# ---- word_serializer ----
**config.mk**
```make
export PLATFORM = sky130hd
export DESIGN_NAME = word_serializer
export DESIGN_NICKNAME = d
export VERILOG_FILES = /design/src/rtl/word_serializer_pkg.sv /design/src/rtl/word_serializer_lane_reduce.sv /design/src/rtl/word_serializer.sv
export SDC_FILE = /design/constraint.sdc
export NUM_CORES = 1
export LEC_CHECK = 0
export ABC_AREA = 0
export CAP_MARGIN = 20
export CORE_MARGIN = 5
export CORE_UTILIZATION = 51
export DETAILED_ROUTE_END_ITERATION = 8
export PLACE_DENSITY = 0.9
export SLEW_MARGIN = 20
export SYNTH_ARGS = -nofsm -noshare
export SYNTH_HDL_FRONTEND = slang
export SYNTH_SLANG_ARGS = --single-unit
export TNS_END_PERCENT = 1
```
**constraint.sdc**
```tcl
create_clock -name clk -period 2.5 [get_ports clk]
set_clock_uncertainty 0.2 [all_clocks]
set_input_delay 0.25 -clock clk [delete_from_list [all_inputs] [get_ports clk]]
set_output_delay 0.25 -clock clk [all_outputs]
set_load 0.05 [all_outputs]
```
**src/rtl/word_serializer_pkg.sv**
```systemverilog
// Shared types and constants for the word_serializer wide-to-narrow stream block.
// Optional out_parity generation is enabled by defining WORD_SERIALIZER_PARITY_EN.
package word_serializer_pkg;

    typedef enum logic {
        IDLE  = 1'b0,
        SHIFT = 1'b1
    } state_t;

    localparam int DEFAULT_WORD_W = 32;
    localparam int DEFAULT_LANE_W = 8;

    function automatic int lane_count(input int word_w, input int lane_w);
        return word_w / lane_w;
    endfunction

endpackage

```
**src/rtl/word_serializer_lane_reduce.sv**
```systemverilog
// Combinational AND/OR/XOR reduction of one lane.
// Only built when WORD_SERIALIZER_PARITY_EN is defined.
module lane_reduce #(
    parameter int W = 8
) (
    input  logic [W-1:0] din,
    output logic         and_o,
    output logic         or_o,
    output logic         xor_o
);

    assign and_o = &din;
    assign or_o  = |din;
    assign xor_o = ^din;

endmodule

```
**src/rtl/word_serializer.sv**
```systemverilog
// Wide-to-narrow serializer: one WORD_W word in, WORD_W/LANE_W lanes out, LSB- or MSB-lane first.
// Define WORD_SERIALIZER_PARITY_EN to register out_parity = ^out_data; otherwise it is tied to 0.
module word_serializer
    import word_serializer_pkg::*;
#(
    parameter int WORD_W = DEFAULT_WORD_W,
    parameter int LANE_W = DEFAULT_LANE_W
) (
    input  logic              clk,
    input  logic              rst_n,
    input  logic              in_valid,
    output logic              in_ready,
    input  logic [WORD_W-1:0] in_data,
    input  logic              in_msb_first,
    output logic              out_valid,
    input  logic              out_ready,
    output logic [LANE_W-1:0] out_data,
    output logic              out_last,
    output logic              out_parity,
    output logic              busy
);

    localparam int N     = lane_count(WORD_W, LANE_W);
    localparam int CNT_W = (N > 1) ? $clog2(N) : 1;
    localparam logic [CNT_W-1:0] LAST_IDX = CNT_W'(N - 1);

    if (((WORD_W % LANE_W) != 0) || (N < 2)) begin : g_bad_cfg
        $fatal(1, "word_serializer: WORD_W must be a multiple of LANE_W with at least 2 lanes");
    end

    // Handshake rule: a transfer happens on a rising edge where valid && ready;
    // valid never depends on ready, and in_ready may rise on the last-lane beat.
    state_t              state_q, state_d;
    logic [WORD_W-1:0]   word_q, word_d;
    logic [CNT_W-1:0]    cnt_q, cnt_d;
    logic                msb_q, msb_d;
    logic                out_valid_q, out_valid_d;
    logic [LANE_W-1:0]   out_data_q, out_data_d;
    logic                out_last_q, out_last_d;
    logic                out_parity_q, out_parity_d;
    logic                in_hs;
    logic                out_hs;

    function automatic logic [LANE_W-1:0] pick_lane(input logic [WORD_W-1:0] w,
                                                    input logic [CNT_W-1:0]  idx);
        logic [LANE_W-1:0] r;
        r = '0;
        for (int k = 0; k < N; k++) begin
            if (idx == CNT_W'(k)) r = w[k*LANE_W +: LANE_W];
        end
        return r;
    endfunction

    assign in_ready = rst_n && (!out_valid_q || (out_ready && out_last_q));
    assign in_hs    = in_valid && in_ready;
    assign out_hs   = out_valid_q && out_ready;

    always_comb begin
        state_d     = state_q;
        word_d      = word_q;
        cnt_d       = cnt_q;
        msb_d       = msb_q;
        out_valid_d = out_valid_q;
        out_data_d  = out_data_q;
        out_last_d  = out_last_q;
        // A new word wins over the final-lane beat, giving gap-free back-to-back words.
        if (in_hs) begin
            state_d     = SHIFT;
            word_d      = in_data;
            cnt_d       = '0;
            msb_d       = in_msb_first;
            out_valid_d = 1'b1;
            out_data_d  = pick_lane(in_data, in_msb_first ? LAST_IDX : '0);
            out_last_d  = 1'b0;
        end else if (out_hs) begin
            if (out_last_q) begin
                state_d     = IDLE;
                out_valid_d = 1'b0;
                out_last_d  = 1'b0;
            end else begin
                cnt_d      = cnt_q + 1'b1;
                out_data_d = pick_lane(word_q, msb_q ? (LAST_IDX - cnt_d) : cnt_d);
                out_last_d = (cnt_d == LAST_IDX);
            end
        end
    end

`ifdef WORD_SERIALIZER_PARITY_EN
    logic unused_red_and;
    logic unused_red_or;

    lane_reduce #(.W(LANE_W)) u_lane_reduce (
        .din   (out_data_d),
        .and_o (unused_red_and),
        .or_o  (unused_red_or),
        .xor_o (out_parity_d)
    );
`else
    assign out_parity_d = 1'b0;
`endif

    always_ff @(posedge clk or negedge rst_n) begin
        if (!rst_n) begin
            state_q      <= IDLE;
            word_q       <= '0;
            cnt_q        <= '0;
            msb_q        <= 1'b0;
            out_valid_q  <= 1'b0;
            out_data_q   <= '0;
            out_last_q   <= 1'b0;
            out_parity_q <= 1'b0;
        end else begin
            state_q      <= state_d;
            word_q       <= word_d;
            cnt_q        <= cnt_d;
            msb_q        <= msb_d;
            out_valid_q  <= out_valid_d;
            out_data_q   <= out_data_d;
            out_last_q   <= out_last_d;
            out_parity_q <= out_parity_d;
        end
    end

    assign out_valid  = out_valid_q;
    assign out_data   = out_data_q;
    assign out_last   = out_last_q;
    assign out_parity = out_parity_q;
    assign busy       = (state_q == SHIFT);

endmodule

```
# ---- dct_coeff_packer ----
**src/rtl/dct_coeff_packer.sv**
```systemverilog
// dct_coeff_packer: banked 8x8 coefficient buffer that re-emits blocks
// in zig-zag or raster order on an AXI-stream master with channel tags.
module dct_coeff_packer #(
    parameter int DATA_WIDTH = 12,
    parameter int NUM_CH     = 3,
    parameter int NUM_BANKS  = 2,
    localparam int CH_W      = (NUM_CH > 1) ? $clog2(NUM_CH) : 1
) (
    input  logic                         clk,
    input  logic                         rst,
    input  logic                         valid_in,
    output logic                         in_ready,
    input  logic signed [DATA_WIDTH-1:0] data_in,
    input  logic                         zigzag_en,
    output logic signed [DATA_WIDTH-1:0] m_tdata,
    output logic                         m_tvalid,
    input  logic                         m_tready,
    output logic                         m_tlast,
    output logic                         m_tuser,
    output logic [CH_W-1:0]              m_tid,
    output logic [15:0]                  blocks_out
);

    localparam int BW = $clog2(NUM_BANKS);
    localparam int AW = BW + 6;
    localparam logic [CH_W-1:0] CH_LAST = CH_W'(NUM_CH - 1);

    localparam logic [5:0] ZZ_LUT [64] = '{
        6'd0,  6'd1,  6'd8,  6'd16, 6'd9,  6'd2,  6'd3,  6'd10,
        6'd17, 6'd24, 6'd32, 6'd25, 6'd18, 6'd11, 6'd4,  6'd5,
        6'd12, 6'd19, 6'd26, 6'd33, 6'd40, 6'd48, 6'd41, 6'd34,
        6'd27, 6'd20, 6'd13, 6'd6,  6'd7,  6'd14, 6'd21, 6'd28,
        6'd35, 6'd42, 6'd49, 6'd56, 6'd57, 6'd50, 6'd43, 6'd36,
        6'd29, 6'd22, 6'd15, 6'd23, 6'd30, 6'd37, 6'd44, 6'd51,
        6'd58, 6'd59, 6'd52, 6'd45, 6'd38, 6'd31, 6'd39, 6'd46,
        6'd53, 6'd60, 6'd61, 6'd54, 6'd47, 6'd55, 6'd62, 6'd63
    };

    logic signed [DATA_WIDTH-1:0] r_mem [NUM_BANKS*64];
    logic [NUM_BANKS-1:0]         r_full;
    logic [NUM_BANKS-1:0]         r_zz;
    logic [CH_W-1:0]              r_ch [NUM_BANKS];

    logic [5:0]                   r_wr_idx;
    logic [BW-1:0]                r_wr_bank;
    logic [CH_W-1:0]              r_ch_cnt;
    logic                         r_in_ready;

    // Issue pointer runs one beat ahead of the output register;
    // r_rd_bank names the bank whose final beat will release it.
    logic [5:0]                   r_iss_idx;
    logic [BW-1:0]                r_iss_bank;
    logic [BW-1:0]                r_rd_bank;

    logic signed [DATA_WIDTH-1:0] r_tdata;
    logic                         r_tvalid;
    logic                         r_tlast;
    logic                         r_tuser;
    logic [CH_W-1:0]              r_tid;
    logic [15:0]                  r_blocks;

    logic                         w_wr_fire;
    logic                         w_wr_done;
    logic                         w_rel;
    logic                         w_iss;
    logic [NUM_BANKS-1:0]         w_full_nxt;
    logic [BW-1:0]                w_wr_bank_nxt;
    logic [5:0]                   w_rd_idx;
    logic [AW-1:0]                w_rd_addr;

    assign w_wr_fire     = valid_in && r_in_ready;
    assign w_wr_done     = w_wr_fire && (r_wr_idx == 6'd63);
    assign w_rel         = r_tvalid && m_tready && r_tlast;
    assign w_iss         = r_full[r_iss_bank] && (!r_tvalid || m_tready);
    assign w_wr_bank_nxt = r_wr_bank + BW'(w_wr_done);
    assign w_rd_idx      = r_zz[r_iss_bank] ? ZZ_LUT[r_iss_idx] : r_iss_idx;
    assign w_rd_addr     = {r_iss_bank, w_rd_idx};

    // Next-state bank occupancy: set on last write, cleared on last read.
    always_comb begin
        w_full_nxt = r_full;
        if (w_wr_done) w_full_nxt[r_wr_bank] = 1'b1;
        if (w_rel)     w_full_nxt[r_rd_bank] = 1'b0;
    end

    // Coefficient storage; stale contents are harmless after reset.
    always_ff @(posedge clk) begin
        if (w_wr_fire) r_mem[{r_wr_bank, r_wr_idx}] <= data_in;
    end

    // Write side: index/bank/channel sequencing and registered in_ready.
    always_ff @(posedge clk) begin
        if (rst) begin
            r_wr_idx   <= '0;
            r_wr_bank  <= '0;
            r_ch_cnt   <= '0;
            r_full     <= '0;
            r_zz       <= '0;
            r_in_ready <= 1'b1;
            for (int i = 0; i < NUM_BANKS; i++) r_ch[i] <= '0;
        end else begin
            r_full     <= w_full_nxt;
            r_in_ready <= !w_full_nxt[w_wr_bank_nxt];
            if (w_wr_fire) begin
                r_wr_idx <= r_wr_idx + 6'd1;
                if (r_wr_idx == 6'd0) begin
                    r_zz[r_wr_bank] <= zigzag_en;
                    r_ch[r_wr_bank] <= r_ch_cnt;
                end
            end
            if (w_wr_done) begin
                r_wr_bank <= w_wr_bank_nxt;
                r_ch_cnt  <= (r_ch_cnt == CH_LAST) ? '0
                                                   : r_ch_cnt + CH_W'(1);
            end
        end
    end

    // Read side: RAM read lands straight in the AXI output register.
    always_ff @(posedge clk) begin
        if (rst) begin
            r_iss_idx  <= '0;
            r_iss_bank <= '0;
            r_rd_bank  <= '0;
            r_tvalid   <= 1'b0;
            r_tdata    <= '0;
            r_tlast    <= 1'b0;
            r_tuser    <= 1'b0;
            r_tid      <= '0;
            r_blocks   <= '0;
        end else begin
            if (w_iss) begin
                r_tvalid  <= 1'b1;
                r_tdata   <= r_mem[w_rd_addr];
                r_tlast   <= (r_iss_idx == 6'd63);
                r_tuser   <= (r_iss_idx == 6'd63) &&
                             (r_ch[r_iss_bank] == CH_LAST);
                r_tid     <= r_ch[r_iss_bank];
                r_iss_idx <= r_iss_idx + 6'd1;
                if (r_iss_idx == 6'd63) r_iss_bank <= r_iss_bank + BW'(1);
            end else if (r_tvalid && m_tready) begin
                r_tvalid <= 1'b0;
            end
            if (w_rel) begin
                r_rd_bank <= r_rd_bank + BW'(1);
                r_blocks  <= r_blocks + 16'd1;
            end
        end
    end

    assign in_ready   = r_in_ready;
    assign m_tvalid   = r_tvalid;
    assign m_tdata    = r_tdata;
    assign m_tlast    = r_tlast;
    assign m_tuser    = r_tuser;
    assign m_tid      = r_tid;
    assign blocks_out = r_blocks;

endmodule
```
**config.mk**
```make
export PLATFORM = sky130hd
export DESIGN_NAME = dct_coeff_packer
export DESIGN_NICKNAME = d
export VERILOG_FILES = /design/src/rtl/dct_coeff_packer.sv
export SDC_FILE = /design/constraint.sdc
export NUM_CORES = 2
export LEC_CHECK = 0
export CAP_MARGIN = 0
export CORE_MARGIN = 3
export CORE_UTILIZATION = 50
export DETAILED_ROUTE_END_ITERATION = 8
export PLACE_DENSITY = 0.77
export SETUP_SLACK_MARGIN = 0.2
export SLEW_MARGIN = 20
export SYNTH_ARGS = -nofsm -noshare
export SYNTH_HDL_FRONTEND = slang
export SYNTH_SLANG_ARGS = --single-unit
```
**constraint.sdc**
```tcl
create_clock -name clk -period 4.56 [get_ports clk]
set_input_delay 0.684 -clock clk [delete_from_list [all_inputs] [get_ports clk]]
set_output_delay 0.684 -clock clk [all_outputs]
set_load 0.01 [all_outputs]
```
# ---- layer0_input_packer ----
`src/rtl/layer0_input_packer.sv`:
```
// -----------------------------------------------------------------------------
// layer0_input_packer
//
// Upstream feeder for the layer-0 LUT neurons. Signed fixed-point features
// arrive one per beat on a valid/ready stream. Each one is offset, shifted and
// clipped to QBITS unsigned bits, then written into a collect bank. When
// N_FEAT features have been gathered, the whole frame is copied into a
// registered output vector and offered downstream with a valid/ready
// handshake. The neuron LUTs therefore only ever see a stable, complete frame.
//
// Optional build macro: LAYER0_PACK_PINGPONG_EN
//   Undefined (default): single bank. Input is stalled while a packed vector
//                        waits for the downstream handshake.
//   Defined            : the collect bank and the output register form a
//                        ping-pong pair. The next frame is collected while the
//                        current vector waits. Input stalls only when the
//                        final slot would need to overwrite a vector that has
//                        not been taken yet.
// -----------------------------------------------------------------------------
module layer0_input_packer #(
    parameter int N_FEAT = 16,
    parameter int IN_W   = 16,
    parameter int QBITS  = 2,
    parameter int SHIFT  = 8,
    parameter int OFFSET = 0
) (
    input  logic                      clk,
    input  logic                      rst,
    input  logic                      s_valid,
    output logic                      s_ready,
    input  logic [IN_W-1:0]           s_data,
    input  logic                      s_last,
    output logic                      m_valid,
    input  logic                      m_ready,
    output logic [N_FEAT*QBITS-1:0]   m_data,
    output logic                      err,
    output logic [15:0]               frame_cnt
);

    localparam int IDXW = $clog2(N_FEAT);
    localparam logic [IDXW-1:0] LAST_IDX = IDXW'(N_FEAT - 1);

    // Offset and clip ceiling, widened to the two-guard-bit working width
    localparam logic signed [IN_W+1:0] OFF_EXT = (IN_W + 2)'(OFFSET);
    localparam logic signed [IN_W+1:0] QMAX    = (IN_W + 2)'((1 << QBITS) - 1);

    // FULL means a packed vector is waiting for the downstream handshake
    typedef enum logic {
        COLLECT = 1'b0,
        FULL    = 1'b1
    } state_t;

    state_t                           state_q, state_d;
    logic [IDXW-1:0]                  idx_q, idx_d;
    logic [N_FEAT-1:0][QBITS-1:0]     bank_q, bank_d;
    logic [N_FEAT*QBITS-1:0]          mData_q, mData_d;
    logic                             mValid_q, mValid_d;
    logic                             err_q, err_d;
    logic [15:0]                      frameCnt_q, frameCnt_d;

    logic signed [IN_W+1:0]           featExt;
    logic signed [IN_W+1:0]           sumT;
    logic signed [IN_W+1:0]           shiftU;
    logic [QBITS-1:0]                 qVal;
    logic                             accept;
    logic                             handshake;
    logic                             sReady;

    // Quantize the current input beat: add offset, arithmetic shift, clip
    always_comb begin
        featExt = {{2{s_data[IN_W-1]}}, s_data};
        sumT    = featExt + OFF_EXT;
        shiftU  = sumT >>> SHIFT;
        if (shiftU[IN_W+1]) begin
            qVal = '0;
        end else if (shiftU > QMAX) begin
            qVal = '1;
        end else begin
            qVal = shiftU[QBITS-1:0];
        end
    end

`ifdef LAYER0_PACK_PINGPONG_EN
    // Keep accepting while a vector waits; only the final slot must stall
    // until the pending vector has been taken (or is taken this cycle)
    assign sReady = !rst && !((idx_q == LAST_IDX) && mValid_q && !m_ready);
`else
    // Single bank: accept only while no vector is pending
    assign sReady = !rst && (state_q == COLLECT);
`endif

    assign accept    = s_valid && sReady;
    assign handshake = mValid_q && m_ready;

    // Next-state logic: frame assembly, output load and handshake release
    always_comb begin
        state_d    = state_q;
        idx_d      = idx_q;
        bank_d     = bank_q;
        mData_d    = mData_q;
        mValid_d   = mValid_q;
        frameCnt_d = frameCnt_q;
        err_d      = 1'b0;

        if (handshake) begin
            mValid_d = 1'b0;
            state_d  = COLLECT;
        end

        if (accept) begin
            bank_d[idx_q] = qVal;
            if (idx_q == LAST_IDX) begin
                // A completion in the same cycle as a handshake simply
                // reloads the output, so m_valid stays high
                mData_d    = bank_d;
                mValid_d   = 1'b1;
                state_d    = FULL;
                idx_d      = '0;
                frameCnt_d = frameCnt_q + 16'd1;
                err_d      = !s_last;
            end else if (s_last) begin
                // Early last: the partial frame is dropped and flagged
                idx_d = '0;
                err_d = 1'b1;
            end else begin
                idx_d = idx_q + IDXW'(1);
            end
        end
    end

    // State and datapath registers, cleared immediately by reset
    always_ff @(posedge clk or posedge rst) begin
        if (rst) begin
            state_q    <= COLLECT;
            idx_q      <= '0;
            bank_q     <= '0;
            mData_q    <= '0;
            mValid_q   <= 1'b0;
            err_q      <= 1'b0;
            frameCnt_q <= '0;
        end else begin
            state_q    <= state_d;
            idx_q      <= idx_d;
            bank_q     <= bank_d;
            mData_q    <= mData_d;
            mValid_q   <= mValid_d;
            err_q      <= err_d;
            frameCnt_q <= frameCnt_d;
        end
    end

    assign s_ready   = sReady;
    assign m_valid   = mValid_q;
    assign m_data    = mData_q;
    assign err       = err_q;
    assign frame_cnt = frameCnt_q;

endmodule
```
`config.mk`:
```
export PLATFORM = sky130hd
export DESIGN_NAME = layer0_input_packer
export DESIGN_NICKNAME = d
export VERILOG_FILES = /design/src/rtl/layer0_input_packer.sv
export SDC_FILE = /design/constraint.sdc
export NUM_CORES = 1
export LEC_CHECK = 0
export ABC_AREA = 1
export CORE_ASPECT_RATIO = 1.2
export CORE_UTILIZATION = 51
export CTS_CLUSTER_SIZE = 10
export DETAILED_ROUTE_END_ITERATION = 10
export GPL_TIMING_DRIVEN = 0
export PLACE_DENSITY = 0.77
export SYNTH_ARGS = -nofsm -noshare
export SYNTH_HDL_FRONTEND = slang
export SYNTH_SLANG_ARGS = --single-unit
```
`constraint.sdc`:
```
create_clock -name clk -period 5.1 [get_ports clk]
set_input_delay 1.02 -clock clk [delete_from_list [all_inputs] [get_ports clk]]
set_output_delay 1.02 -clock clk [all_outputs]
set_load 0.03 [all_outputs]
```
**layer0_input_packer: track usage over the die**

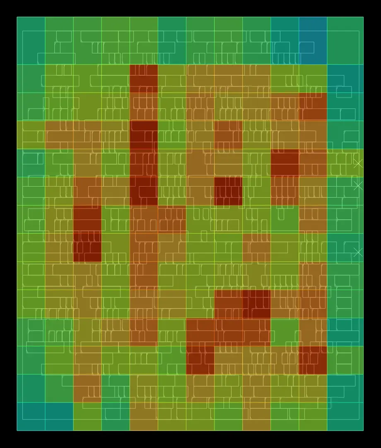
GR met1 Demand/Resource: 0.300
Total GRT Usage: 0.242

==> results.py, layer0_input_packer <==
# Auto-generated metrics
metrics = {
    "floorplan": {
        "core_area_mm2": 0.00784,
        "chipArea_mm2": 0.00859,
        "die_w_um": 84.8,
    },
    "synth": {
        "simple_gate_area_frac": 0.303,
        "top_cells_by_area": "dfrtp_1 (51%), nand2_1 (20%), inv_1 (5.5%)",
        "edf_count": 0,
        "synthTopCellsByCount": "nand2_1 (224), dfrtp_1 (85), inv_1 (61)",
        "most_common_cell": "nand2_1",
        "synth_flops": 85,
    },
    "global_routing": {
        "grt_most_used_layer": "met2",
        "grt_pass1_wl_um": 16200,
    },
    "worst_setup_path": {
        "critPathSlowestCell": "clkdlybuf4s50_1",
        "path_max_fanout": 2,
        "reg2reg_to": "bank_q[16]",
        "path_delay_family": "buffers and inverters",
        "crit_buf_inv": 2,
    },
    "cells_and_area": {
        "fillerInstances": 657,
        "final-nonclk-buf-share": 0.153,
        "largest_class": "sequential cells",
        "logic_area_mm2": 0.00170,
        "n_all_inverters": 64,
        "nets": 651,
        "fin_area_mm2": 0.00515,
        "lay_top_count": "nand2_1",
    },
    "route": {
        "wl_met1_um": 4200,
        "firstDrtPassIters": 7,
        "vias": 3769,
        "drc": 3,
        "first_iter_violations": 187,
    },
    "clocking": {
        "h-tree-depth": 3,
        "hold_buffers": 0,
        "cts_setup_buffers": 0,
    },
    "sta": {
        "setup_violations": 0,
        "worstMarginPinSlew_ns": 0.479,
    },
    "power_and_ir_drop": {
        "pg_seq_uw": 845,
        "combPwrFrac": 0.231,
    },
    "status": {
        "status": "finished, violations left",
        "violations": "DRC",
    },
}
-- layer0_input_packer: worst max path at each step --
stage	endpoint	slack, ns	cells after the start
3_3_place_gp	m_data[25]	0.47	2
5_1_grt	s_ready	1.71	3
6_report	s_ready	1.76	3
2_1_floorplan	bank_q[0]	1.89	1
3_5_place_dp	s_ready	1.76	3
4_1_cts	s_ready	1.75	3
-- layer0_input_packer: stage by stage --
step	util	setup WS (ns)
after global placement	0.630	0.472
after detailed placement	0.634	1.76
after floorplan	-	1.89
after CTS	0.657	1.75
final	0.657	1.76
after global routing	0.657	1.71
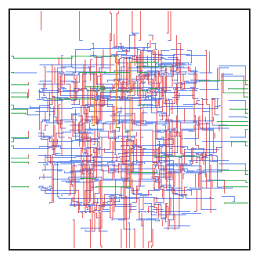
**Above:** word_serializer (wiring by layer).
Scale: 3 px per um.
color	layer	wire length
green	metal 3	326 um
orange	metal 4	74.1 um
blue	metal 1	2520 um
red	metal 2	2740 um

==> results.py, word_serializer <==
# Auto-generated metrics
metrics = {
    "cells_and_area": {
        "comb_cells": 211,
        "lay_top_count": "nand2_1",
        "nets": 357,
        "seq_share": 0.368,
    },
    "status": {
        "status": "complete, no violations",
    },
    "sta": {
        "min_period_ns": 2.17,
        "rsz0062_at_grt": "no",
    },
    "power_and_ir_drop": {
        "power_combinational_uw": 2160,
        "power-top-group": "combinational logic",
        "p_per_area_mw_per_mm2": 1310,
        "pwr-share-seq": 0.354,
        "p_clk_uw": 432,
        "p_int_uw": 2220,
    },
    "global_routing": {
        "grt_usage": 0.196,
        "grt_max_degree": 53,
        "overflow": 0,
        "antenna_found_initial": 0,
    },
    "route": {
        "firstDrtPassIters": 4,
    },
    "clocking": {
        "clock-sinks": 45,
        "cts_buffer_depth": 2,
        "h-tree-depth": 2,
    },
    "worst_setup_path": {
        "path_max_fanout": 20,
        "crit_path_end": "out_data[7]",
    },
    "synth": {
        "avgSynthCellArea_um2": 8.80,
        "ys_cells": 281,
        "simple_gate_area_frac": 0.233,
        "synthTopCellsByCount": "nand2_1 (102), dfrtp_1 (45), mux2i_1 (24)",
    },
    "floorplan": {
        "die.size.y_um": 79.6,
    },
}
==> word_serializer: metrics by stage <==
step                      utilization  cells  total power [uW]  worst slack, ns
final                           0.647    387              4010            0.331
after global routing            0.647    387              4330            0.215
after CTS                       0.647    387              4020            0.350
after detailed placement        0.628    378              3580            0.370
after global placement          0.628    378              3460            0.433
after floorplan                     -    281              3070            0.260
==> word_serializer: routing by layer <==
metal  GRT usage  up-vias  wire length, um
met1       0.245     1002             2520
met5           0        -                0
li1            -     1036                -
met3      0.0542        9              326
met2       0.327       60             2740
met4      0.0653        0               74
**dct_coeff_packer: met3 routing**

Scale: 1 px per um.
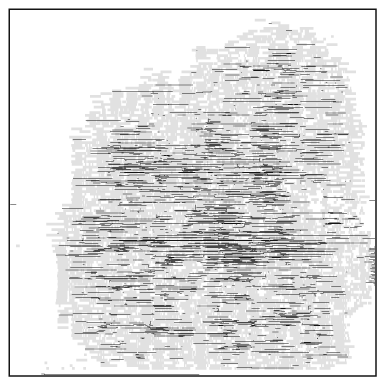
nets with wire on the layer	648
share of all routed wire	12%
longest straight run	155 um
wire length on this layer	20.6 mm

==> results.py, dct_coeff_packer <==
# Auto-generated metrics
metrics = {
    "cells_and_area": {
        "logic_area_mm2": 0.0155,
        "syn_to_final_growth_pct": 13.3,
        "post_route_cells_drive_above_1_share": 0.107,
        "post-route-util": 0.572,
    },
    "sta": {
        "fin_crit_sh": 0.954,
        "fin_skew_ns": 0.0340,
        "setup_violations": 0,
    },
    "status": {
        "status": "complete, no violations",
    },
    "worst_setup_path": {
        "path_depth": 16,
        "startpoint_type": "register",
        "cp_common_cell": "mux2i_1",
        "reg2reg_to": "m_tdata[7]",
        "r2r-start": "r_iss_idx[0]",
        "path_max_fanout": 33,
        "max_stage_delay_ns": 0.86,
        "crit_buf_inv": 4,
    },
    "route": {
        "vias": 42357,
        "drc": 0,
        "routedWlPerCell_um": 24.4,
        "dr_wl_met2_um": 79400,
    },
    "synth": {
        "ys_area_mm2": 0.0645,
        "edf_count": 1540,
        "async_reset_ff_frac": 0,
        "ff_type": "edfxtp_1",
        "synthMuxAreaShare": 0.0324,
        "fp_nets": 5009,
        "yosysWarnings": 0,
        "synth_flops": 1596,
    },
    "placed_design": {
        "dpl_cell_area_mm2": 0.0682,
        "dp.cells": 6659,
        "dp_hpwl_um": 101000,
        "dp_slack_ns": 0.143,
        "gp_congestion": 0.926,
    },
    "clocking": {
        "root_buffer": "clkbuf_16",
        "hold_buffers": 0,
    },
    "floorplan": {
        "core_area_mm2": 0.128,
    },
    "flow_run": {
        "tool_warnings": 41,
    },
    "power_and_ir_drop": {
        "p_leak_uw": 0.0245,
        "p_per_area_mw_per_mm2": 404,
    },
}
[dct_coeff_packer: power by group]
| group | leakage [uW] | switching, uW | internal, uW |
|---|---|---|---|
| registers | 0.0143 | 14.6 | 16100 |
| logic | 0.00782 | 824 | 265 |
| clock network | 0.00238 | 5410 | 6900 |
| total | 0.0245 | 6250 | 23200 |
[dct_coeff_packer: cells by family after synthesis]
kind of cell,Yosys count
adder cells (fa/ha/maj),16
XOR/XNOR,29
AND/OR/NAND/NOR,2371
buffers and inverters,339
multiplexers,204
AND-OR/OR-AND,421
flip-flops,1596

==> layout pictures side by side <==
Where the registers sit.
Plate I
Scale: 3 px per um.
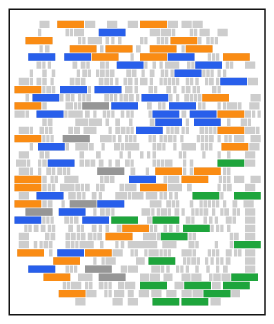
Plate II
Scale: 1 px per um.
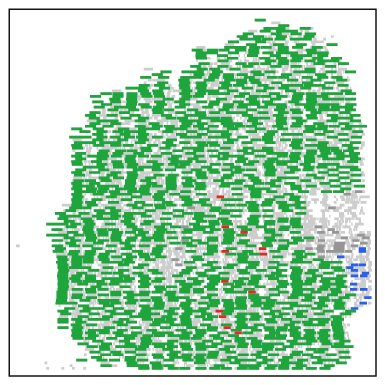
Plate III
Scale: 3 px per um.
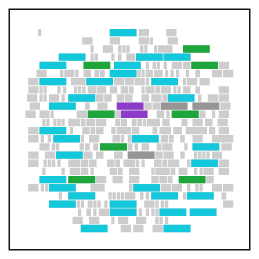
- smallest die: Plate III
- largest die: Plate II
Plate III: word_serializer
Plate I: layer0_input_packer
Plate II: dct_coeff_packer

Key to Plate III:
color	name in the netlist	sequential cells
cyan	`word_q`	32
purple	`cnt_q`	2
green	`out_data`	8
not colored	3



==> layout pictures side by side <==
Clock network drawn from the DEF.
picture 1
Scale: 1 px per um.
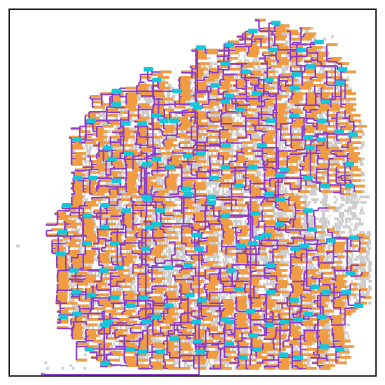
picture 2
Scale: 4 px per um.
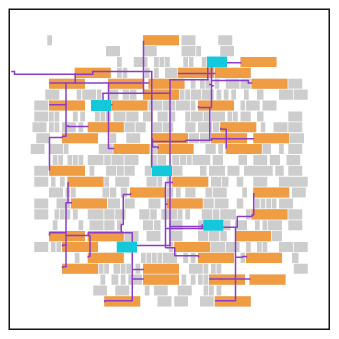
picture 3
Scale: 4 px per um.
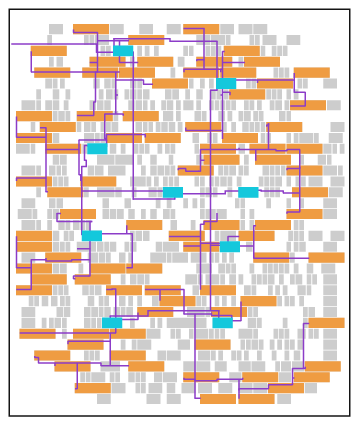
For layer0_input_packer, see picture 3.
For dct_coeff_packer, see picture 1.
For word_serializer, see picture 2.

Key to picture 1:
[purple] clock wires | length: 16500 um
[cyan] clock drivers | count: 156
[orange] flip-flops | count: 1596
routed clock nets	157
flops lie	spread over the die

Power and IR drop assume default switching activity.
